# resolution_text_renderer

resolution_text_renderer/layer_met4.png
Supply wires on this layer in grey. Cells faint in the background.
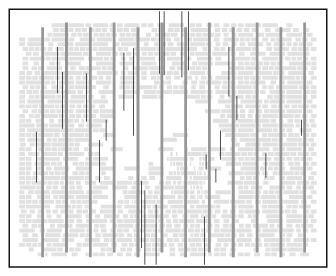

==> src/rtl/resolution_text_renderer.sv <==
`default_nettype none
// ============================================================================
//  Module      : resolution_text_renderer
//  Description : Fetches resolution-label ROM lines ahead of the beam and
//                serializes them MSB-first into a 1-bit overlay pixel stream.
//  Revision    : 1.0  initial release
// ============================================================================
module resolution_text_renderer #(
  parameter int LINE_BITS  = 256,
  parameter int ROWS       = 16,
  parameter int X_START    = 64,
  parameter int Y_START    = 32,
  parameter int SCALE_LOG2 = 0
) (
  input  logic                 clock,
  input  logic                 resetn,
  input  logic [11:0]          hpos,
  input  logic [11:0]          vpos,
  input  logic                 de_in,
  output logic [3:0]           rom_addr,
  input  logic [LINE_BITS-1:0] rom_q,
  output logic                 de_out,
  output logic                 text_on
);

  localparam int c_bit_w = $clog2(LINE_BITS);
  localparam int c_sc_w  = (SCALE_LOG2 > 0) ? SCALE_LOG2 : 1;
  localparam int c_sc_max = (1 << SCALE_LOG2) - 1;
  localparam logic [12:0] c_y_lo = 13'(Y_START);
  localparam logic [12:0] c_y_hi = 13'(Y_START + (ROWS << SCALE_LOG2));
  localparam logic [11:0] c_fetch_h = 12'(X_START - 3);

  localparam logic [2:0] c_IDLE  = 3'd0;
  localparam logic [2:0] c_FETCH = 3'd1;
  localparam logic [2:0] c_LOAD  = 3'd2;
  localparam logic [2:0] c_SHIFT = 3'd3;
  localparam logic [2:0] c_DONE  = 3'd4;

  logic [2:0]           r_state;
  logic [LINE_BITS-1:0] r_shift;
  logic [c_bit_w-1:0]   r_bit_cnt;
  logic [c_sc_w-1:0]    r_scale_cnt;

  logic       w_row_window;
  logic [3:0] w_row;
  logic       w_scale_wrap;
  logic       w_last_bit;
  logic       w_line_start;

  assign w_row_window = ({1'b0, vpos} >= c_y_lo) && ({1'b0, vpos} < c_y_hi);
  assign w_row        = 4'((vpos - 12'(Y_START)) >> SCALE_LOG2);
  assign w_scale_wrap = (r_scale_cnt == c_sc_w'(c_sc_max));
  assign w_last_bit   = (r_bit_cnt == c_bit_w'(LINE_BITS - 1));
  assign w_line_start = (hpos == 12'd0);

  always_ff @(posedge clock or negedge resetn) begin
    if (!resetn) begin
      r_state     <= c_IDLE;
      r_shift     <= '0;
      r_bit_cnt   <= '0;
      r_scale_cnt <= '0;
      rom_addr    <= '0;
      de_out      <= 1'b0;
      text_on     <= 1'b0;
    end else begin
      de_out  <= de_in;
      text_on <= (r_state == c_SHIFT) & r_shift[LINE_BITS-1] & de_in;

      // A new line always resynchronizes the reader, even mid-label.
      if ((r_state != c_IDLE) && w_line_start) begin
        r_state <= c_IDLE;
        r_shift <= '0;
      end else begin
        case (r_state)
          c_IDLE: begin
            if (w_row_window && (hpos == c_fetch_h)) begin
              rom_addr <= w_row;
              r_state  <= c_FETCH;
            end
          end
          c_FETCH: r_state <= c_LOAD;
          c_LOAD: begin
            r_shift     <= rom_q;
            r_bit_cnt   <= '0;
            r_scale_cnt <= '0;
            r_state     <= c_SHIFT;
          end
          c_SHIFT: begin
            // Progress is tied to the pixel clock, so de_in gaps never skew alignment.
            if (w_scale_wrap) begin
              r_scale_cnt <= '0;
              r_shift     <= {r_shift[LINE_BITS-2:0], 1'b0};
              r_bit_cnt   <= r_bit_cnt + 1'b1;
              if (w_last_bit) begin
                r_state <= c_DONE;
              end
            end else begin
              r_scale_cnt <= r_scale_cnt + 1'b1;
            end
          end
          c_DONE: r_state <= c_DONE;
          default: r_state <= c_IDLE;
        endcase
      end
    end
  end

endmodule
`default_nettype wire

==> config.mk <==
export PLATFORM = sky130hd
export DESIGN_NAME = resolution_text_renderer
export DESIGN_NICKNAME = d
export VERILOG_FILES = /design/src/rtl/resolution_text_renderer.sv
export SDC_FILE = /design/constraint.sdc
export NUM_CORES = 1
export LEC_CHECK = 0
export CAP_MARGIN = 25
export CORE_ASPECT_RATIO = 0.8
export CORE_MARGIN = 5
export CORE_UTILIZATION = 54
export CTS_CLUSTER_DIAMETER = 40
export DETAILED_ROUTE_END_ITERATION = 8
export GPL_ROUTABILITY_DRIVEN = 0
export PLACE_DENSITY = 0.92
export SYNTH_ARGS = -nofsm -noshare
export SYNTH_HDL_FRONTEND = slang
export SYNTH_SLANG_ARGS = --single-unit
export TNS_END_PERCENT = 5
==> constraint.sdc <==
create_clock -name clock -period 5.1 [get_ports clock]
set_clock_uncertainty 0.15 [all_clocks]
set_input_delay 1.02 -clock clock [delete_from_list [all_inputs] [get_ports clock]]
set_output_delay 1.02 -clock clock [all_outputs]
set_load 0.005 [all_outputs]
# trace_dump_serializer

===== config.mk =====
export PLATFORM = sky130hd
export DESIGN_NAME = trace_dump_serializer
export DESIGN_NICKNAME = d
export VERILOG_FILES = /design/src/rtl/trace_dump_serializer.sv
export SDC_FILE = /design/constraint.sdc
export NUM_CORES = 1
export LEC_CHECK = 0
export ABC_AREA = 0
export CAP_MARGIN = 20
export CORE_MARGIN = 4
export CORE_UTILIZATION = 52
export DETAILED_ROUTE_END_ITERATION = 10
export MAX_ROUTING_LAYER = met4
export PLACE_DENSITY = 0.88
export SYNTH_ARGS = -nofsm -noshare
export SYNTH_HDL_FRONTEND = slang
export SYNTH_SLANG_ARGS = --single-unit

===== constraint.sdc =====
create_clock -name clk -period 3.3 [get_ports clk]
set_clock_uncertainty 0.15 [all_clocks]
set_input_delay 0.495 -clock clk [delete_from_list [all_inputs] [get_ports clk]]
set_output_delay 0.495 -clock clk [all_outputs]
set_load 0.05 [all_outputs]

===== src/rtl/trace_dump_serializer.sv =====
// trace_dump_serializer: dumps the circular trace buffer oldest-first as a valid/ready word stream.
// Optional TRACE_DUMP_HEADER_EN prepends one header beat {TB_SIZE[15:0], wr_ptr[15:0]}.
module trace_dump_serializer #(
    parameter int N           = 8,
    parameter int DATA_WIDTH  = 32,
    parameter int TB_SIZE     = 64,
    parameter int RAM_LATENCY = 1
) (
    input  logic                       clk,
    input  logic                       reset_n,
    input  logic                       dump_start,
    input  logic [$clog2(TB_SIZE)-1:0] wr_ptr,
    output logic                       rd_en,
    output logic [$clog2(TB_SIZE)-1:0] rd_addr,
    input  logic [DATA_WIDTH-1:0]      rd_vector [N],
    output logic [DATA_WIDTH-1:0]      out_data,
    output logic                       out_valid,
    input  logic                       out_ready,
    output logic                       out_last,
    output logic                       busy,
    output logic                       freeze,
    output logic                       done
);
    localparam int AW = $clog2(TB_SIZE);
    localparam int EW = (N > 1) ? $clog2(N) : 1;
    localparam int LW = $clog2(RAM_LATENCY + 1);
    localparam logic [EW-1:0] LAST_EL  = EW'(N - 1);
    localparam logic [AW-1:0] LAST_VEC = AW'(TB_SIZE - 1);

    typedef enum logic [2:0] {
        IDLE,
`ifdef TRACE_DUMP_HEADER_EN
        HEADER,
`endif
        READ,
        WAIT,
        SHIFT,
        DONE
    } state_t;

    state_t                state_q;
    logic [AW-1:0]         rd_addr_q;
    logic [AW-1:0]         vec_cnt_q;
    logic [EW-1:0]         elem_q;
    logic [LW-1:0]         lat_cnt_q;
    logic [DATA_WIDTH-1:0] hold_q [N];
    logic [DATA_WIDTH-1:0] out_data_q;
    logic                  rd_en_q, out_valid_q, out_last_q, busy_q, done_q;

    always_ff @(posedge clk or negedge reset_n) begin
        if (!reset_n) begin
            state_q     <= IDLE;
            rd_addr_q   <= '0;
            vec_cnt_q   <= '0;
            elem_q      <= '0;
            lat_cnt_q   <= '0;
            hold_q      <= '{default: '0};
            out_data_q  <= '0;
            rd_en_q     <= 1'b0;
            out_valid_q <= 1'b0;
            out_last_q  <= 1'b0;
            busy_q      <= 1'b0;
            done_q      <= 1'b0;
        end else begin
            case (state_q)
                IDLE: if (dump_start) begin
                    rd_addr_q <= wr_ptr;
                    vec_cnt_q <= '0;
                    busy_q    <= 1'b1;
`ifdef TRACE_DUMP_HEADER_EN
                    out_valid_q <= 1'b1;
                    out_data_q  <= DATA_WIDTH'({16'(TB_SIZE), 16'(wr_ptr)});
                    state_q     <= HEADER;
`else
                    rd_en_q <= 1'b1;
                    state_q <= READ;
`endif
                end
`ifdef TRACE_DUMP_HEADER_EN
                HEADER: if (out_ready) begin
                    out_valid_q <= 1'b0;
                    rd_en_q     <= 1'b1;
                    state_q     <= READ;
                end
`endif
                READ: begin
                    rd_en_q   <= 1'b0;
                    lat_cnt_q <= '0;
                    state_q   <= WAIT;
                end
                // READ is cycle 0, so the RAM word is valid on the last WAIT cycle
                WAIT: if (lat_cnt_q == LW'(RAM_LATENCY - 1)) begin
                    hold_q      <= rd_vector;
                    elem_q      <= '0;
                    out_valid_q <= 1'b1;
                    out_data_q  <= rd_vector[0];
                    out_last_q  <= (vec_cnt_q == LAST_VEC) && (N == 1);
                    state_q     <= SHIFT;
                end else begin
                    lat_cnt_q <= lat_cnt_q + 1'b1;
                end
                SHIFT: if (out_ready) begin
                    if (elem_q == LAST_EL) begin
                        out_valid_q <= 1'b0;
                        out_last_q  <= 1'b0;
                        if (vec_cnt_q == LAST_VEC) begin
                            done_q  <= 1'b1;
                            state_q <= DONE;
                        end else begin
                            vec_cnt_q <= vec_cnt_q + 1'b1;
                            rd_addr_q <= (rd_addr_q == LAST_VEC) ? '0 : rd_addr_q + 1'b1;
                            rd_en_q   <= 1'b1;
                            state_q   <= READ;
                        end
                    end else begin
                        elem_q     <= elem_q + 1'b1;
                        out_data_q <= hold_q[elem_q + 1'b1];
                        out_last_q <= (vec_cnt_q == LAST_VEC) && (elem_q + 1'b1 == LAST_EL);
                    end
                end
                DONE: begin
                    done_q  <= 1'b0;
                    busy_q  <= 1'b0;
                    state_q <= IDLE;
                end
                default: state_q <= IDLE;
            endcase
        end
    end

    assign rd_en     = rd_en_q;
    assign rd_addr   = rd_addr_q;
    assign out_data  = out_data_q;
    assign out_valid = out_valid_q;
    assign out_last  = out_last_q;
    assign busy      = busy_q;
    assign freeze    = busy_q;
    assign done      = done_q;
endmodule


# multi_edge_det

## config.mk

```make
export PLATFORM = sky130hd
export DESIGN_NAME = multi_edge_det
export DESIGN_NICKNAME = d
export VERILOG_FILES = /design/src/rtl/multi_edge_det_pkg.sv /design/src/rtl/edge_det_ch.sv /design/src/rtl/multi_edge_det.sv
export SDC_FILE = /design/constraint.sdc
export NUM_CORES = 1
export LEC_CHECK = 0
export ABC_AREA = 1
export CAP_MARGIN = 20
export CORE_MARGIN = 3
export CORE_UTILIZATION = 40
export CTS_BUF_LIST = sky130_fd_sc_hd__clkbuf_16
export DETAILED_ROUTE_END_ITERATION = 16
export HOLD_SLACK_MARGIN = 0.02
export PLACE_DENSITY = 0.72
export SLEW_MARGIN = 20
export SYNTH_ARGS = -nofsm -noshare
export SYNTH_HDL_FRONTEND = slang
export SYNTH_SLANG_ARGS = --single-unit
```

## constraint.sdc

```tcl
create_clock -name clk -period 3.39 [get_ports clk]
set_input_delay 0.339 -clock clk [delete_from_list [all_inputs] [get_ports clk]]
set_output_delay 0.339 -clock clk [all_outputs]
set_load 0.1 [all_outputs]
```

## src/rtl/multi_edge_det_pkg.sv

```systemverilog
// Shared encodings and legal parameter ranges for the multi-channel edge detector.
package multi_edge_det_pkg;

    typedef enum logic [1:0] {
        MODE_OFF  = 2'b00,
        MODE_RISE = 2'b01,
        MODE_FALL = 2'b10,
        MODE_BOTH = 2'b11
    } mode_e;

    localparam int CH_MIN      = 1;
    localparam int CH_MAX      = 32;
    localparam int SYNC_MIN    = 2;
    localparam int SYNC_MAX    = 4;
    localparam int STRETCH_MIN = 1;
    localparam int STRETCH_MAX = 16;
    localparam int CNT_W_MIN   = 1;
    localparam int CNT_W_MAX   = 16;

    function automatic bit in_range(int v, int lo, int hi);
        return (v >= lo) && (v <= hi);
    endfunction

endpackage

```

## src/rtl/edge_det_ch.sv

```systemverilog
// One detector channel: synchronizer, edge compare, pulse stretcher, sticky flag and
// saturating event counter.
module edge_det_ch
    import multi_edge_det_pkg::*;
#(
    parameter int SYNC_STAGES = 2,
    parameter int STRETCH     = 1,
    parameter int CNT_W       = 8
) (
    input  logic             clk,
    input  logic             rst,
    input  logic             en,
    input  logic             d,
    input  logic [1:0]       mode,
    input  logic             clr,
    output logic             level,
    output logic             pulse,
    output logic             pend,
    output logic [CNT_W-1:0] cnt
);

    localparam int SW = $clog2(STRETCH + 1);
    localparam logic [SW-1:0] STRETCH_V = SW'(STRETCH);

    logic [SYNC_STAGES-1:0] sync;
    logic                   prev;
    logic [SW-1:0]          str_cnt;
    logic                   hit;
    logic                   evt;

    always_ff @(posedge clk or posedge rst) begin
        if (rst) begin
            sync <= '0;
            prev <= 1'b0;
        end else begin
            sync <= {sync[SYNC_STAGES-2:0], d};
            prev <= sync[SYNC_STAGES-1];
        end
    end

    assign level = sync[SYNC_STAGES-1];

    // Mode is applied here with no register so a mode change acts on the same cycle.
    always_comb begin
        hit = 1'b0;
        case (mode_e'(mode))
            MODE_RISE: hit = level & ~prev;
            MODE_FALL: hit = ~level & prev;
            MODE_BOTH: hit = level ^ prev;
            default:   hit = 1'b0;
        endcase
    end

    assign evt = en & hit;

    // pulse is its own flop; it stays high while the counter has more than one cycle left.
    always_ff @(posedge clk or posedge rst) begin
        if (rst) begin
            str_cnt <= '0;
            pulse   <= 1'b0;
        end else begin
            pulse <= evt | (str_cnt > SW'(1));
            if (evt)
                str_cnt <= STRETCH_V;
            else if (str_cnt != '0)
                str_cnt <= str_cnt - 1'b1;
        end
    end

    always_ff @(posedge clk or posedge rst) begin
        if (rst) begin
            pend <= 1'b0;
            cnt  <= '0;
        end else begin
            if (evt)
                pend <= 1'b1;
            else if (clr)
                pend <= 1'b0;

            if (clr)
                cnt <= evt ? CNT_W'(1) : '0;
            else if (evt && (cnt != '1))
                cnt <= cnt + 1'b1;
        end
    end

endmodule

```

## src/rtl/multi_edge_det.sv

```systemverilog
// CH independent edge detectors sharing one post-reset arm counter that masks
// detection until the synchronizers and prev hold real input history.
module multi_edge_det
    import multi_edge_det_pkg::*;
#(
    parameter int CH          = 4,
    parameter int SYNC_STAGES = 2,
    parameter int STRETCH     = 1,
    parameter int CNT_W       = 8
) (
    input  logic                clk,
    input  logic                rst,
    input  logic [CH-1:0]       d,
    input  logic [2*CH-1:0]     mode,
    input  logic [CH-1:0]       clr,
    output logic [CH-1:0]       level,
    output logic [CH-1:0]       pulse,
    output logic [CH-1:0]       pend,
    output logic [CH*CNT_W-1:0] cnt
);

    localparam int ARM_MAX = SYNC_STAGES + 1;
    localparam int AW      = $clog2(ARM_MAX + 1);

    generate
        if (!in_range(CH, CH_MIN, CH_MAX) ||
            !in_range(SYNC_STAGES, SYNC_MIN, SYNC_MAX) ||
            !in_range(STRETCH, STRETCH_MIN, STRETCH_MAX) ||
            !in_range(CNT_W, CNT_W_MIN, CNT_W_MAX)) begin : g_bad_param
            $error("multi_edge_det: parameter out of legal range");
        end
    endgenerate

    logic [AW-1:0] arm_cnt;
    logic          armed;

    assign armed = (arm_cnt == AW'(ARM_MAX));

    always_ff @(posedge clk or posedge rst) begin
        if (rst)
            arm_cnt <= '0;
        else if (!armed)
            arm_cnt <= arm_cnt + 1'b1;
    end

    for (genvar i = 0; i < CH; i++) begin : g_ch
        edge_det_ch #(
            .SYNC_STAGES (SYNC_STAGES),
            .STRETCH     (STRETCH),
            .CNT_W       (CNT_W)
        ) u_ch (
            .clk   (clk),
            .rst   (rst),
            .en    (armed),
            .d     (d[i]),
            .mode  (mode[2*i +: 2]),
            .clr   (clr[i]),
            .level (level[i]),
            .pulse (pulse[i]),
            .pend  (pend[i]),
            .cnt   (cnt[i*CNT_W +: CNT_W])
        );
    end

endmodule
```

resolution_text_renderer/layer_met2.png
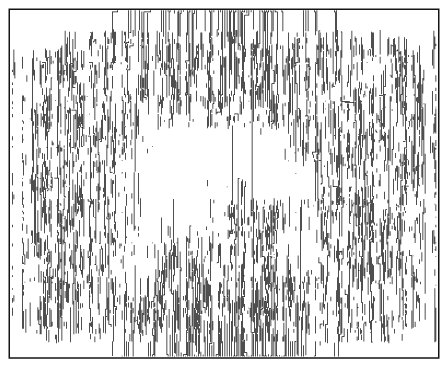
1329 nets have wire on it. The layer carries 15000 um of wire. The wires run mostly vertical. The layer holds 47% of the routed length. The longest straight run is 67.1 um.
met2 demand-to-capacity share in global routing: 37.1%
Detailed Route WL: 32100 um
routed vias: 9133

Notes on resolution_text_renderer/layer_met4.png above:
The longest straight run is 49.6 um. The layer carries 611 um of wire. 17 nets have wire on it.

==> notes.md, resolution_text_renderer <==
Results of the implementation run.

The run finished with clean final reports. In this run, the synthesized area fraction spent on and/or/nand/nor cells is recorded as approximately 1.9%. The floorplan step set the die height to around 150 um.

The final timing report lists a hold violation count of 0. After layout, the design draws a total of just over 9 mW. For the final routed database, the setup TNS stands at 0 ns.

The well-tap cell count came out at 306. The overall fraction of global-route tracks in use is 23.8%. The main logic family after synthesis is multiplexers. The clock period could shrink to 3.57 ns. The signal on the critical path passes through clkdlybuf4s50_1 > or4_4 > nor4_4 > a21oi_4 > buf_12 > a22o_1. The most instantiated flip-flop cell in the synthesis netlist is sky130_fd_sc_hd__dfrtp_1. The portion of total power attributed to sequential cells came out at 42.5%.

After Yosys synthesis, full adders, half adders and majority gates account for less than 1% of the synthesized area. According to the I/O placement log, the pin count is between 200 and 300. The portion of netlist area occupied by mux cells is 20.8%. The flip-flop count of the largest register, all copies and words added came out at 256. The smallest setup slack after layout is approximately 1.5 ns. The number of instances in the synthesized netlist came out at approximately 940. In the detailed route, the total length drawn on met3 is 2340 um.

The register area share after synthesis is 54.7%. After routing the design area is 0.0168 mm^2. The count of flip-flops with a built-in enable after synthesis came out at 0. The largest net degree at the start of global routing came out at between 200 and 300.
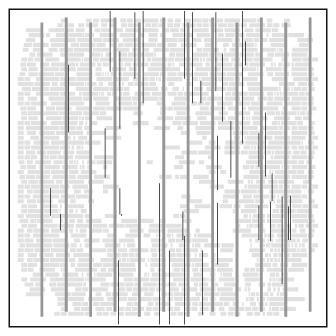
trace_dump_serializer/layer_met4.png
Supply wires on this layer in grey. Cells faint in the background.
24 nets have wire on it. The wires run mostly vertical.
Detailed Route WL: 35400 um
routed vias: 9313

==> notes.md, trace_dump_serializer <==
Results of the implementation run.

The run finished with clean final reports. The number of warning messages in the yosys log is 0. The clock latency at the later pin of the worst-skew pair came out at just over 0.5 ns. Per the GRT log, the top usage layer is met2. The gate-level netlist out of Yosys references 47 unique cell types. The number of placed instances, taps included, is 1605. The total buffers and inverters traversed by the critical path is 1. The worst hold path depth is 1. The floorplan row count is 61. The clock transition time at the flip-flop clock pins of the worst setup and hold paths is 0.05 ns. In this design, the largest share of critical-path delay is due to buffers and inverters. Of all cell types, the one taking the most synthesized area is sky130_fd_sc_hd__dfrtp_1.

The post-synthesis average cell area came out at 15.3 um^2. The number of warnings in the stage logs came out at 27. The flow reports an fmax of 411 MHz. The flip-flop count of the largest register, all copies and words added came out at between 200 and 300. The total count of hold-check failures in the final report is 0.

The layout report lists the combined flip-flop and latch area as roughly 0.0078 mm^2. The largest share of the power goes to combinational logic. The switching power came out at ~5.9 mW. Non-clock buffers make up 17.8% of the layout cell area. The final instance area came out at 0.0193 mm^2. In the layout the commonest cells are 310 x sky130_fd_sc_hd__dfrtp_1, 308 x sky130_fd_sc_hd__clkdlybuf4s50_1, 155 x sky130_fd_sc_hd__mux2_4. Buffers placed on the I/O ports in this run total slightly above 300.

The clock buffer count is 49. The area share of the largest cell type after synthesis is 53.1%. The number of failing setup endpoints in the final timing report came out at 0. The combinational fraction of the cell area came out at 32.0%. For flop-to-flop paths, the worst setup slack is 0.87 ns.
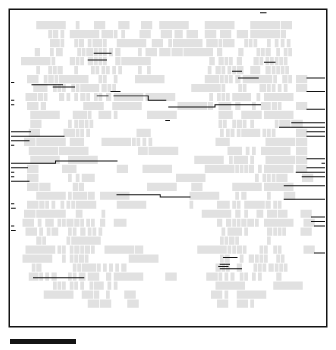
multi_edge_det/layer_met3.png
The bar under the picture is 20 um long. Cells faint in the background.
The wires run mostly horizontal. The longest straight run is 18.6 um. 50 nets have wire on it. The layer carries 339 um of wire. The layer holds 5.1% of the routed length.
GRT met3 Usage: 3.13%
Detailed Route WL: 6620 um
routed vias: 2765

==> notes.md, multi_edge_det <==
Results of the implementation run.

The layout report lists the combined flip-flop and latch area as 0.00135 mm^2. The detailed router reports a met2 wire length of 3180 um. The clock tree synthesis step divided the H-tree into 2 levels.

The worst hold path depth is 0. The area share of xor/xnor cells in the synthesized design is 2.45%. The main area contributors are sky130_fd_sc_hd__dfrtp_1 42%, sky130_fd_sc_hd__nand2_1 17%, sky130_fd_sc_hd__nand3_1 8.2%. The overall power after layout came out at between 1.5 and 2 mW. The clock latency at the later pin of the worst-skew pair is 0.29 ns. OpenSTA lists the critical path endpoint as cnt[0]. Among cell families on the critical path, the largest total delay comes from buffers and inverters.

The inverter count came out at 52. The fmax came out at between 400 and 500 MHz. The top cell class by occupied area is multi-input combinational cells. The adder and majority gate portion of the synthesized area came out at 5.05%. The layout summary lists the proportion of cells stronger than drive strength 1 as 6.71%.

The count of flip-flops with a built-in enable after synthesis is 0. The library cells used most frequently in the layout, excluding fill and tap cells, are 150 x sky130_fd_sc_hd__nand2_1, 61 x sky130_fd_sc_hd__clkdlybuf4s50_1, 54 x sky130_fd_sc_hd__dfrtp_1. After routing, the total negative slack on setup checks comes to 0 ns.

Counting only logic cells after layout, the most numerous master is sky130_fd_sc_hd__nand2_1. The worst-margin pin slew is 1.01 ns. The number of warnings in the stage logs came out at 30. The area share of the largest cell type after synthesis came out at around two fifths. In the final routing, the length of wire on met1 measures 3050 um. Total global-route track usage over all layers is 14.9%. The group drawing the most power is registers. Detailed placement reports a standard cell area of ~0.0038 mm^2. The internal power of the cells came out at 1.06 mW. The pre-CTS setup slack is 1.41 ns. The run finished with clean final reports.

==> layout pictures side by side <==
Clock routing.
picture 1
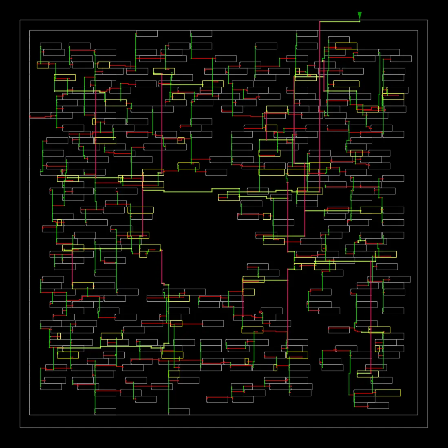
picture 2
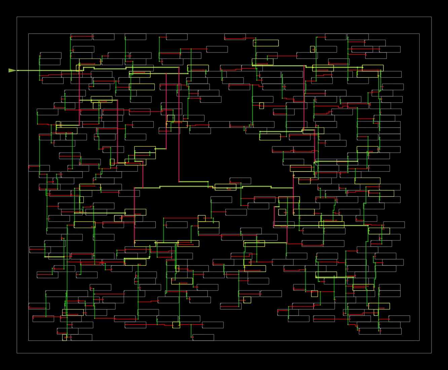
picture 3
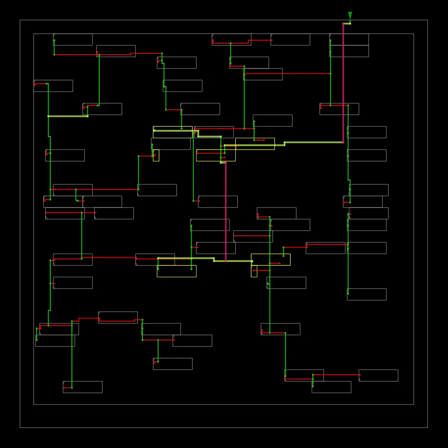
trace_dump_serializer: picture 1
resolution_text_renderer: picture 2
multi_edge_det: picture 3


# uart_rx

uart_rx/clocks.png
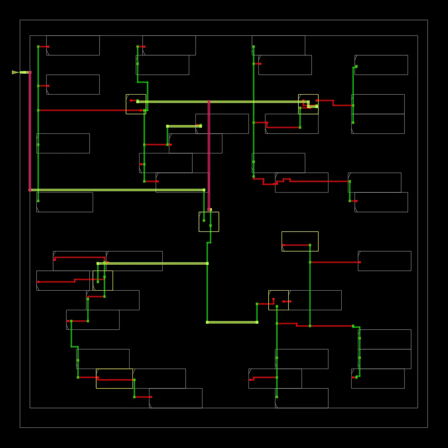

==> config.mk <==
export PLATFORM = sky130hd
export DESIGN_NAME = uart_rx
export DESIGN_NICKNAME = d
export VERILOG_FILES = /design/src/rtl/uart_pkg.sv /design/src/rtl/sync_2ff.sv /design/src/rtl/uart_rx.sv
export SDC_FILE = /design/constraint.sdc
export NUM_CORES = 1
export LEC_CHECK = 0
export ABC_AREA = 0
export CAP_MARGIN = 10
export CORE_UTILIZATION = 50
export CTS_BUF_LIST = sky130_fd_sc_hd__clkbuf_2 sky130_fd_sc_hd__clkbuf_4 sky130_fd_sc_hd__clkbuf_8
export DETAILED_ROUTE_END_ITERATION = 10
export DONT_BUFFER_PORTS = 1
export PLACE_DENSITY_LB_ADDON = 0.08
export REMOVE_ABC_BUFFERS = 1
export SYNTH_ARGS = -nofsm -noshare
export SYNTH_HDL_FRONTEND = slang
export SYNTH_HIERARCHICAL = 1
export SYNTH_SLANG_ARGS = --single-unit
==> constraint.sdc <==
create_clock -name clk -period 1.7 [get_ports clk]
set_clock_uncertainty 0.1 [all_clocks]
set_input_delay 0.34 -clock clk [delete_from_list [all_inputs] [get_ports clk]]
set_output_delay 0.34 -clock clk [all_outputs]
set_load 0.02 [all_outputs]
==> src/rtl/uart_pkg.sv <==
// uart_pkg: shared UART state encoding and framing constants.
package uart_pkg;
    typedef enum logic [2:0] {IDLE, START, DATA, STOP, WAIT_IDLE} state_t;
    localparam int DATA_BITS = 8;
    localparam int DEFAULT_DIV = 434;
endpackage

==> src/rtl/sync_2ff.sv <==
// sync_2ff: two-flop synchronizer for asynchronous pad inputs.
module sync_2ff #(
    parameter logic INIT = 1'b1
) (
    input  logic clk,
    input  logic rst,
    input  logic d,
    output logic q
);
    logic meta;
    always_ff @(posedge clk) begin
        if (rst) {q, meta} <= {2{INIT}};
        else     {q, meta} <= {meta, d};
    end
endmodule

==> src/rtl/uart_rx.sv <==
// uart_rx: 8N1 LSB-first receiver with mid-bit sampling and a valid/ready holding register.
module uart_rx
    import uart_pkg::*;
#(
    parameter int DIV = DEFAULT_DIV
) (
    input  logic       clk,
    input  logic       rst,
    input  logic       ena,
    input  logic       rx,
    output logic [7:0] data,
    output logic       valid,
    input  logic       ready,
    output logic       frame_err,
    output logic       overrun,
    output logic       busy
);
    localparam int HALF = DIV / 2;
    localparam int CW = $clog2(DIV);
    localparam int IW = $clog2(DATA_BITS);

    state_t state, next;
    logic rx_s, tick, sample, deliver, ferr;
    logic [CW-1:0] cnt;
    logic [IW-1:0] idx;
    logic [DATA_BITS-1:0] shreg;

    sync_2ff #(.INIT(1'b1)) u_sync (.clk(clk), .rst(rst), .d(rx), .q(rx_s));

    always_ff @(posedge clk) begin
        if (rst) state <= IDLE;
        else     state <= next;
    end

    always_comb begin
        next = state;
        unique case (state)
            IDLE:      next = rx_s ? IDLE : START;
            START:     next = tick ? (rx_s ? IDLE : DATA) : START;
            DATA:      next = (tick && idx == IW'(DATA_BITS - 1)) ? STOP : DATA;
            STOP:      next = tick ? (rx_s ? IDLE : WAIT_IDLE) : STOP;
            WAIT_IDLE: next = rx_s ? IDLE : WAIT_IDLE;
            default:   next = IDLE;
        endcase
        if (!ena) next = IDLE;
    end

    always_comb begin
        tick    = cnt == '0;
        sample  = ena && state == DATA && tick;
        deliver = ena && state == STOP && tick && rx_s;
        ferr    = ena && state == STOP && tick && !rx_s;
        busy    = state != IDLE;
    end

    // IDLE keeps the counter preloaded so START measures exactly half a bit.
    always_ff @(posedge clk) begin
        if (rst) begin
            cnt       <= '0;
            idx       <= '0;
            shreg     <= '0;
            data      <= '0;
            valid     <= 1'b0;
            frame_err <= 1'b0;
            overrun   <= 1'b0;
        end else begin
            cnt       <= state == IDLE ? CW'(HALF - 1) : tick ? CW'(DIV - 1) : cnt - 1'b1;
            idx       <= state == START ? '0 : sample ? idx + 1'b1 : idx;
            shreg     <= sample ? {rx_s, shreg[DATA_BITS-1:1]} : shreg;
            frame_err <= ferr;
            overrun   <= deliver && valid && !ready;
            if (deliver && (!valid || ready)) begin
                data  <= shreg;
                valid <= 1'b1;
            end else if (valid && ready) begin
                valid <= 1'b0;
            end
        end
    end
endmodule
# reg_operand_fetch_flat

==> config.mk <==
export PLATFORM = sky130hd
export DESIGN_NAME = reg_operand_fetch_flat
export DESIGN_NICKNAME = d
export VERILOG_FILES = /design/src/rtl/reg_operand_fetch_if.sv /design/src/rtl/reg_operand_fetch.sv /design/src/flat_wrapper.sv
export SDC_FILE = /design/constraint.sdc
export NUM_CORES = 1
export LEC_CHECK = 0
export CELL_PAD_IN_SITES_DETAIL_PLACEMENT = 0
export CELL_PAD_IN_SITES_GLOBAL_PLACEMENT = 1
export CORE_MARGIN = 5
export CORE_UTILIZATION = 31
export CTS_CLUSTER_DIAMETER = 60
export DETAILED_ROUTE_END_ITERATION = 16
export GPL_ROUTABILITY_DRIVEN = 0
export PLACE_DENSITY_LB_ADDON = 0.1
export SLEW_MARGIN = 20
export SYNTH_ARGS = -nofsm -noshare
export SYNTH_HDL_FRONTEND = slang
export SYNTH_SLANG_ARGS = --single-unit
==> constraint.sdc <==
create_clock -name clk -period 3 [get_ports clk]
set_input_delay 0.75 -clock clk [delete_from_list [all_inputs] [get_ports clk]]
set_output_delay 0.75 -clock clk [all_outputs]
set_load 0.02 [all_outputs]
==> src/rtl/reg_operand_fetch_if.sv <==
// Decode/bank/writeback/execute signal bundle around the operand fetch stage.
// master = surrounding pipeline, slave = reg_operand_fetch.
interface reg_operand_fetch_if #(
    parameter int DW = 32,
    parameter int AW = 5
);
    logic                 in_valid;
    logic                 in_ready;
    logic [AW-1:0]        in_sr1;
    logic [AW-1:0]        in_sr2;
    logic                 in_use1;
    logic                 in_use2;
    logic [AW-1:0]        in_dr;
    logic                 in_wen;
    logic [AW-1:0]        rf_sr1;
    logic [AW-1:0]        rf_sr2;
    logic [DW-1:0]        rf_rdata1;
    logic [DW-1:0]        rf_rdata2;
    logic                 wb_write;
    logic [AW-1:0]        wb_dr;
    logic [DW-1:0]        wb_data;
    logic                 out_valid;
    logic                 out_ready;
    logic [DW-1:0]        out_op1;
    logic [DW-1:0]        out_op2;
    logic [AW-1:0]        out_dr;
    logic                 out_wen;
    logic                 flush;
    logic [(1<<AW)-1:0]   busy_vec;

    modport master (
        output in_valid, in_sr1, in_sr2, in_use1, in_use2, in_dr, in_wen,
        output rf_rdata1, rf_rdata2, wb_write, wb_dr, wb_data, out_ready, flush,
        input  in_ready, rf_sr1, rf_sr2, out_valid, out_op1, out_op2, out_dr,
        input  out_wen, busy_vec
    );

    modport slave (
        input  in_valid, in_sr1, in_sr2, in_use1, in_use2, in_dr, in_wen,
        input  rf_rdata1, rf_rdata2, wb_write, wb_dr, wb_data, out_ready, flush,
        output in_ready, rf_sr1, rf_sr2, out_valid, out_op1, out_op2, out_dr,
        output out_wen, busy_vec
    );
endinterface

==> src/rtl/reg_operand_fetch.sv <==
// Operand fetch stage: reads the register bank, forwards writeback data,
// tracks in-flight writers in a busy scoreboard and stalls on RAW/WAW hazards.
module reg_operand_fetch #(
    parameter int DW = 32,
    parameter int AW = 5
) (
    input  logic                   clk,
    input  logic                   reset,
    reg_operand_fetch_if.slave     bus
);
    localparam int NR = 1 << AW;

    logic [NR-1:0] busy_reg;
    logic [NR-1:0] busy_next;
    logic [NR-1:0] clr;
    logic [NR-1:0] set;
    logic [NR-1:0] fclr;
    logic [NR-1:0] busy_eff;

    logic          out_valid_reg;
    logic [DW-1:0] out_op1_reg;
    logic [DW-1:0] out_op2_reg;
    logic [AW-1:0] out_dr_reg;
    logic          out_wen_reg;

    logic          hazard;
    logic          in_ready;
    logic          accept;
    logic [DW-1:0] op1_next;
    logic [DW-1:0] op2_next;

    // The bank only commits a writeback at the next edge, so a same-cycle
    // write must be forwarded here; register 0 always reads as zero.
    function automatic logic [DW-1:0] select_operand(
        input logic [AW-1:0] sr,
        input logic [DW-1:0] rdata,
        input logic          wr,
        input logic [AW-1:0] wdr,
        input logic [DW-1:0] wdata
    );
        if (sr == '0)
            return '0;
        else if (wr && wdr == sr)
            return wdata;
        else
            return rdata;
    endfunction

    generate
        for (genvar gi = 0; gi < NR; gi++) begin : g_sb
            if (gi == 0) begin : g_zero
                assign clr[gi]       = 1'b0;
                assign set[gi]       = 1'b0;
                assign fclr[gi]      = 1'b0;
                assign busy_next[gi] = 1'b0;
            end else begin : g_reg
                assign clr[gi]  = bus.wb_write && (bus.wb_dr == AW'(gi));
                assign set[gi]  = accept && bus.in_wen && (bus.in_dr == AW'(gi));
                assign fclr[gi] = bus.flush && out_valid_reg && out_wen_reg &&
                                  (out_dr_reg == AW'(gi));
                // A new writer claiming the register outranks any clear.
                assign busy_next[gi] = set[gi] || (busy_reg[gi] && !clr[gi] && !fclr[gi]);
            end
        end
    endgenerate

    assign busy_eff = busy_reg & ~clr;

    always_comb begin
        hazard = (bus.in_use1 && busy_eff[bus.in_sr1]) ||
                 (bus.in_use2 && busy_eff[bus.in_sr2]) ||
                 (bus.in_wen  && busy_eff[bus.in_dr]);
        in_ready = !reset && !hazard && (!out_valid_reg || bus.out_ready) && !bus.flush;
        accept   = bus.in_valid && in_ready;
        op1_next = select_operand(bus.in_sr1, bus.rf_rdata1, bus.wb_write, bus.wb_dr, bus.wb_data);
        op2_next = select_operand(bus.in_sr2, bus.rf_rdata2, bus.wb_write, bus.wb_dr, bus.wb_data);
    end

    always_ff @(posedge clk) begin
        if (reset)
            busy_reg <= '0;
        else
            busy_reg <= busy_next;
    end

    always_ff @(posedge clk) begin
        if (reset) begin
            out_valid_reg <= 1'b0;
            out_op1_reg   <= '0;
            out_op2_reg   <= '0;
            out_dr_reg    <= '0;
            out_wen_reg   <= 1'b0;
        end else if (accept) begin
            out_valid_reg <= 1'b1;
            out_op1_reg   <= op1_next;
            out_op2_reg   <= op2_next;
            out_dr_reg    <= bus.in_dr;
            out_wen_reg   <= bus.in_wen && (bus.in_dr != '0);
        end else if (bus.flush || bus.out_ready) begin
            out_valid_reg <= 1'b0;
        end
    end

    assign bus.in_ready  = in_ready;
    assign bus.rf_sr1    = bus.in_sr1;
    assign bus.rf_sr2    = bus.in_sr2;
    assign bus.out_valid = out_valid_reg;
    assign bus.out_op1   = out_op1_reg;
    assign bus.out_op2   = out_op2_reg;
    assign bus.out_dr    = out_dr_reg;
    assign bus.out_wen   = out_wen_reg;
    assign bus.busy_vec  = busy_reg;
endmodule

==> src/flat_wrapper.sv <==
// flat-port wrapper written by rule: the top's interface ports become plain ports
module reg_operand_fetch_flat 
#(
    parameter int DW = 32,
    parameter int AW = 5
)
  (clk, reset, bus_in_valid, bus_in_sr1, bus_in_sr2, bus_in_use1, bus_in_use2, bus_in_dr, bus_in_wen, bus_rf_rdata1, bus_rf_rdata2, bus_wb_write, bus_wb_dr, bus_wb_data, bus_out_ready, bus_flush, bus_in_ready, bus_rf_sr1, bus_rf_sr2, bus_out_valid, bus_out_op1, bus_out_op2, bus_out_dr, bus_out_wen, bus_busy_vec);
  reg_operand_fetch_if #(.DW(DW), .AW(AW)) bus_i ();
  input  logic clk;
  input  logic reset;
  input wire logic [$bits(bus_i.in_valid)-1:0] bus_in_valid;
  input wire logic [$bits(bus_i.in_sr1)-1:0] bus_in_sr1;
  input wire logic [$bits(bus_i.in_sr2)-1:0] bus_in_sr2;
  input wire logic [$bits(bus_i.in_use1)-1:0] bus_in_use1;
  input wire logic [$bits(bus_i.in_use2)-1:0] bus_in_use2;
  input wire logic [$bits(bus_i.in_dr)-1:0] bus_in_dr;
  input wire logic [$bits(bus_i.in_wen)-1:0] bus_in_wen;
  input wire logic [$bits(bus_i.rf_rdata1)-1:0] bus_rf_rdata1;
  input wire logic [$bits(bus_i.rf_rdata2)-1:0] bus_rf_rdata2;
  input wire logic [$bits(bus_i.wb_write)-1:0] bus_wb_write;
  input wire logic [$bits(bus_i.wb_dr)-1:0] bus_wb_dr;
  input wire logic [$bits(bus_i.wb_data)-1:0] bus_wb_data;
  input wire logic [$bits(bus_i.out_ready)-1:0] bus_out_ready;
  input wire logic [$bits(bus_i.flush)-1:0] bus_flush;
  output wire logic [$bits(bus_i.in_ready)-1:0] bus_in_ready;
  output wire logic [$bits(bus_i.rf_sr1)-1:0] bus_rf_sr1;
  output wire logic [$bits(bus_i.rf_sr2)-1:0] bus_rf_sr2;
  output wire logic [$bits(bus_i.out_valid)-1:0] bus_out_valid;
  output wire logic [$bits(bus_i.out_op1)-1:0] bus_out_op1;
  output wire logic [$bits(bus_i.out_op2)-1:0] bus_out_op2;
  output wire logic [$bits(bus_i.out_dr)-1:0] bus_out_dr;
  output wire logic [$bits(bus_i.out_wen)-1:0] bus_out_wen;
  output wire logic [$bits(bus_i.busy_vec)-1:0] bus_busy_vec;
  assign bus_i.in_valid = bus_in_valid;
  assign bus_i.in_sr1 = bus_in_sr1;
  assign bus_i.in_sr2 = bus_in_sr2;
  assign bus_i.in_use1 = bus_in_use1;
  assign bus_i.in_use2 = bus_in_use2;
  assign bus_i.in_dr = bus_in_dr;
  assign bus_i.in_wen = bus_in_wen;
  assign bus_i.rf_rdata1 = bus_rf_rdata1;
  assign bus_i.rf_rdata2 = bus_rf_rdata2;
  assign bus_i.wb_write = bus_wb_write;
  assign bus_i.wb_dr = bus_wb_dr;
  assign bus_i.wb_data = bus_wb_data;
  assign bus_i.out_ready = bus_out_ready;
  assign bus_i.flush = bus_flush;
  assign bus_in_ready = bus_i.in_ready;
  assign bus_rf_sr1 = bus_i.rf_sr1;
  assign bus_rf_sr2 = bus_i.rf_sr2;
  assign bus_out_valid = bus_i.out_valid;
  assign bus_out_op1 = bus_i.out_op1;
  assign bus_out_op2 = bus_i.out_op2;
  assign bus_out_dr = bus_i.out_dr;
  assign bus_out_wen = bus_i.out_wen;
  assign bus_busy_vec = bus_i.busy_vec;
  reg_operand_fetch #(.DW(DW), .AW(AW)) u_core (.clk(clk), .reset(reset), .bus(bus_i));
endmodule
# matmul_flags_regs

`src/rtl/matmul_flags_regs.sv`:
```
// matmul_flags_regs: sticky overflow flag register file with mask, event counter and bus read port
module matmul_flags_regs #(
  parameter int DATA_WIDTH = 32,
  parameter int BUS_WIDTH  = 64,
  parameter int MAX_DIM    = BUS_WIDTH / DATA_WIDTH,
  parameter int CNT_WIDTH  = 16
) (
  input  logic                         clk_i,
  input  logic                         rst_ni,
  input  logic                         flag_valid_i,
  input  logic [MAX_DIM*MAX_DIM-1:0]   flag_set_i,
  input  logic [1:0]                   addr_i,
  input  logic                         write_en_i,
  input  logic                         read_en_i,
  input  logic [BUS_WIDTH-1:0]         wdata_i,
  output logic [BUS_WIDTH-1:0]         rdata_o,
  output logic                         rvalid_o,
  output logic [MAX_DIM*MAX_DIM-1:0]   flags_o,
  output logic                         irq_o
);
  localparam int NF = MAX_DIM * MAX_DIM;

  logic [NF-1:0]        r_flags;
  logic [NF-1:0]        r_mask;
  logic [CNT_WIDTH-1:0] r_count;
  logic [1:0]           r_ctrl;
  logic [BUS_WIDTH-1:0] r_rdata;
  logic                 r_rvalid;

  logic                 w_capture;
  logic [NF-1:0]        w_set;
  logic [NF-1:0]        w_clr;
  logic                 w_wr_flags;
  logic                 w_wr_mask;
  logic                 w_wr_count;
  logic                 w_wr_ctrl;
  logic                 w_rd_flags;
  logic [BUS_WIDTH-1:0] w_rd;
  logic                 w_unused;

  assign w_wr_flags = write_en_i && addr_i == 2'd0;
  assign w_wr_mask  = write_en_i && addr_i == 2'd1;
  assign w_wr_count = write_en_i && addr_i == 2'd2;
  assign w_wr_ctrl  = write_en_i && addr_i == 2'd3;
  assign w_rd_flags = read_en_i && addr_i == 2'd0;
  assign w_capture  = flag_valid_i && !r_ctrl[1];
  assign w_set      = w_capture ? flag_set_i : '0;
  // W1C and clear-on-read both clear; new sets are OR-ed in afterwards so they win
  assign w_clr      = (w_wr_flags ? wdata_i[NF-1:0] : '0) | (w_rd_flags && r_ctrl[0] ? r_flags : '0);
  assign w_unused   = ^wdata_i;

  // Zero-extended read mux over the pre-update register values
  always_comb begin
    w_rd = '0;
    case (addr_i)
      2'd0:    w_rd[NF-1:0] = r_flags;
      2'd1:    w_rd[NF-1:0] = r_mask;
      2'd2:    w_rd[CNT_WIDTH-1:0] = r_count;
      default: w_rd[1:0] = r_ctrl;
    endcase
  end

  // Register file state: sticky flags, mask, saturating event counter, control
  always_ff @(posedge clk_i or negedge rst_ni) begin
    if (!rst_ni) begin
      r_flags <= '0;
      r_mask  <= '1;
      r_count <= '0;
      r_ctrl  <= '0;
    end else begin
      r_flags <= (r_flags & ~w_clr) | w_set;
      if (w_wr_mask) r_mask <= wdata_i[NF-1:0];
      if (w_wr_ctrl) r_ctrl <= wdata_i[1:0];
      if (w_wr_count) r_count <= '0;
      else if (w_capture && |flag_set_i && r_count != '1) r_count <= r_count + 1'b1;
    end
  end

  // Registered read port: one result per read strobe, zero when idle
  always_ff @(posedge clk_i or negedge rst_ni) begin
    if (!rst_ni) begin
      r_rdata  <= '0;
      r_rvalid <= 1'b0;
    end else begin
      r_rdata  <= read_en_i ? w_rd : '0;
      r_rvalid <= read_en_i;
    end
  end

  assign rdata_o  = r_rdata;
  assign rvalid_o = r_rvalid;
  assign flags_o  = r_flags;
  assign irq_o    = |(r_flags & r_mask);
endmodule

```
`config.mk`:
```
export PLATFORM = sky130hd
export DESIGN_NAME = matmul_flags_regs
export DESIGN_NICKNAME = d
export VERILOG_FILES = /design/src/rtl/matmul_flags_regs.sv
export SDC_FILE = /design/constraint.sdc
export NUM_CORES = 1
export LEC_CHECK = 0
export CAP_MARGIN = 20
export CORE_MARGIN = 2
export CORE_UTILIZATION = 41
export CTS_CLUSTER_DIAMETER = 50
export DETAILED_ROUTE_END_ITERATION = 16
export PLACE_DENSITY = 0.86
export SLEW_MARGIN = 20
export SYNTH_ARGS = -nofsm -noshare
export SYNTH_HDL_FRONTEND = slang
export SYNTH_SLANG_ARGS = --single-unit
```
`constraint.sdc`:
```
create_clock -name clk_i -period 5.7 [get_ports clk_i]
set_input_delay 1.14 -clock clk_i [delete_from_list [all_inputs] [get_ports clk_i]]
set_output_delay 1.14 -clock clk_i [all_outputs]
set_load 0.01 [all_outputs]
```
uart_rx/layer_met1.png
Supply wires on this layer in grey.
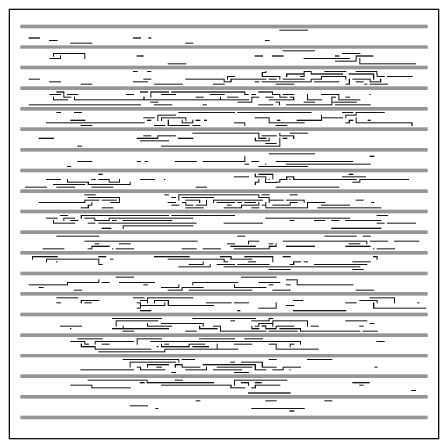
The wires run mostly horizontal. The longest straight run is 23.0 um. 177 nets have wire on it. The layer holds 45% of the routed length. The layer carries 1340 um of wire.
routed vias: 1245
Detailed Route WL: 2980 um
met1 capacity usage during global routing: 27.1%

About uart_rx/clocks.png:
cts bufs inserted: 5
flip-flops: 36

==> notes.md, uart_rx <==
Results of the implementation run.

The clock latency at the later pin of the worst-skew pair is 0.33 ns. The flip-flop and latch power came out at 0.866 mW. The clock transition time at the flip-flop clock pins of the worst setup and hold paths is 0.10 ns.

The category of the most critical setup path is reg -> out. The area share of xor/xnor cells in the synthesized design came out at 4.12%. Hold timing on the final database bottoms out at a slack of -0.0442 ns. The signal on the critical path passes through nor3_2 > inv_1 > buf_4.

The combinational gate area is approximately 730 um^2. The largest voltage drop on the vdd net came out at 0.000742 V. Tracing the worst setup path back leads to its startpoint at state[0]. The final reports fail on negative hold slack. The die extent in y is 56.6 um. In the final timing run, aggregate negative setup slack is 0 ns.

The number of design rule violations left after detail routing came out at 0. The proportion of synthesized flip-flops having asynchronous set or reset is 0%. The multi-input combinational cell count came out at 122. The post-synthesis register bit count came out at 36. The most used flip-flop cell after synthesis is sky130_fd_sc_hd__dfxtp_1. The fmax is 613 MHz. Signal nets in the final route climb as high as met4. The initial core utilization came out at between 50% and 60%.

The flow ran to the end, but the final reports show violations. The clock tree from TritonCTS is done. The path class of the tightest hold or removal check is in -> reg. The count of flip-flops with a built-in enable after synthesis is 0. The length of routed met2 wiring came out at 1390 um. The switching power came out at a little over 0.3 mW.

The total count of hold-check failures in the final report is 24. The maximum fanout along the worst path is 7. At the placement stage, the worst setup path has a slack of 0.0117 ns.
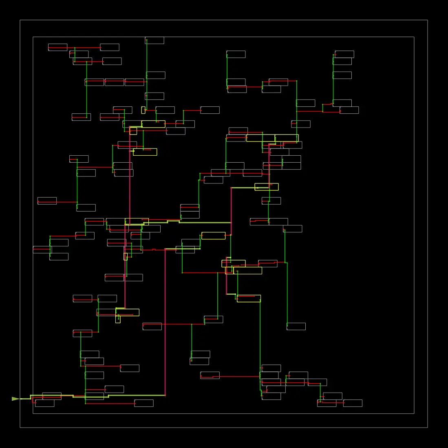
reg_operand_fetch_flat/clocks.png
cts bufs inserted: 9
clock latency (worst-skew pair): 0.35 ns

==> notes.md, reg_operand_fetch_flat <==
Results of the implementation run.

The delay of the slowest cell on the worst path came out at around 0.37 ns. The area of the placeable core is 0.0218 mm^2. The portion of total power attributed to sequential cells is between 30% and 40%.

The inverter count came out at 11. The number of buffers inserted to repair setup after CTS came out at 20. The final net count came out at 1250. The initial utilization of the core area, before any placement, comes to 31.5%. The synthesized-area fraction occupied by ao, oa, aoi and oai cells came out at 15.4%. The final sequential cell count is 102.

In the placement report, post-DP HPWL is listed as 22000 um. In the final design, more cell area goes to multi-input combinational cells than to any other class. The flow ran to the end, but the final reports show violations.

The smallest setup slack after layout came out at -0.463 ns. The number of failing setup endpoints in the final timing report is 103. The final reports fail on negative setup slack.
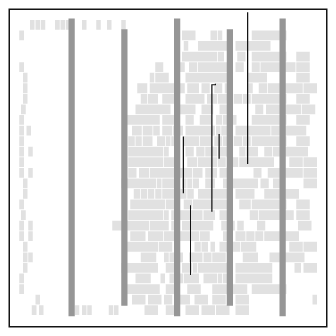
matmul_flags_regs/layer_met4.png
Supply wires on this layer in grey. Cells faint in the background.
The layer carries 110 um of wire. The layer holds 2.5% of the routed length.
routed vias: 1780
Detailed Route WL: 4420 um

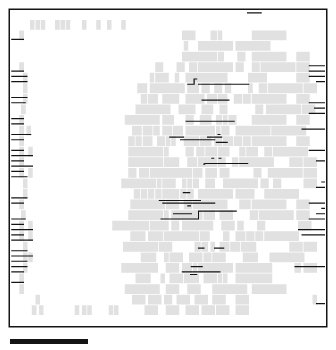
matmul_flags_regs/layer_met3.png
The bar under the picture is 20 um long. Cells faint in the background.
The layer carries 319 um of wire. The longest straight run is 13.3 um. The layer holds 7.2% of the routed length. The wires run mostly horizontal. 67 nets have wire on it.
GRT met3 Usage: 2.44%

==> notes.md, matmul_flags_regs <==
Results of the implementation run.

The flow ran to the end, and the final reports show no timing, DRC or antenna violations. The number of buffers on the longest clock path came out at 2. between 150 and 200 cells are multi-input combinational gates. The sequential cell area is 0.00108 mm^2. STA lists the startpoint of the worst register-to-register path as r_ctrl[1].

The completed layout was analyzed and its total power is 0.790 mW. Cells fill 47.8% of the core in the end. The synth_stat.txt file lists the number of cells as 233. The share of final-layout standard cells stronger than drive strength 1 came out at between 10% and 20%. The vias per cell is 5.20. The critical path ends at r_count[3].

In the final report, the number of pins over their slew limit comes to 0. Of the total synthesized cell area, the portion taken by AND-OR and OR-AND cells is between 10 and 15%. The number of violations reported at the end of detailed-routing iteration 0 is 209. The portion of the layout cell area used by non-clock buffers came out at roughly an eighth. The largest voltage drop on the vdd net is 0.000141 V. The report lists the number of standard-cell rows as 28. The total met3 wirelength after detailed routing came out at 319 um.

Counting flops with a built-in enable in the synthesized netlist gives 0. Nets still carrying antenna violations after routing amount to 0.


==> screenshots <==
Signal wires on met3.
shot_01.png
The bar under the picture is 50 um long. Cells faint in the background.
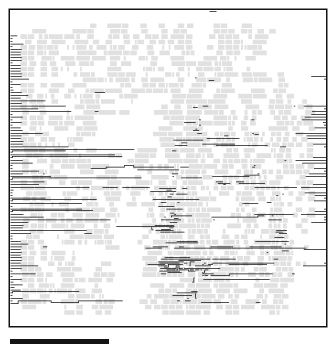
shot_02.png
The bar under the picture is 20 um long. Cells faint in the background.
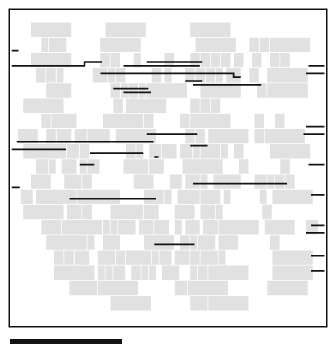
shot_03.png
The bar under the picture is 50 um long. Cells faint in the background.
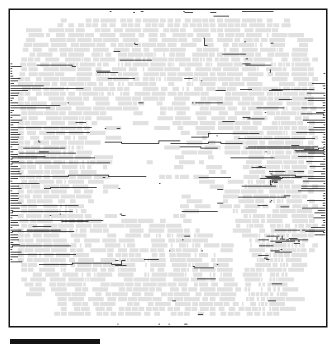
shot_04.png
The bar under the picture is 50 um long. Cells faint in the background.
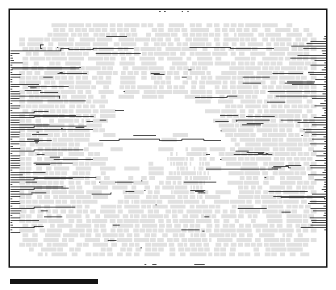
trace_dump_serializer: shot_03.png
resolution_text_renderer: shot_04.png
uart_rx: shot_02.png
reg_operand_fetch_flat: shot_01.png

Key to shot_01.png:
231 nets have wire on it. The layer carries 2530 um of wire. The wires run mostly horizontal.

Power is estimated from default activity; no workload was simulated.
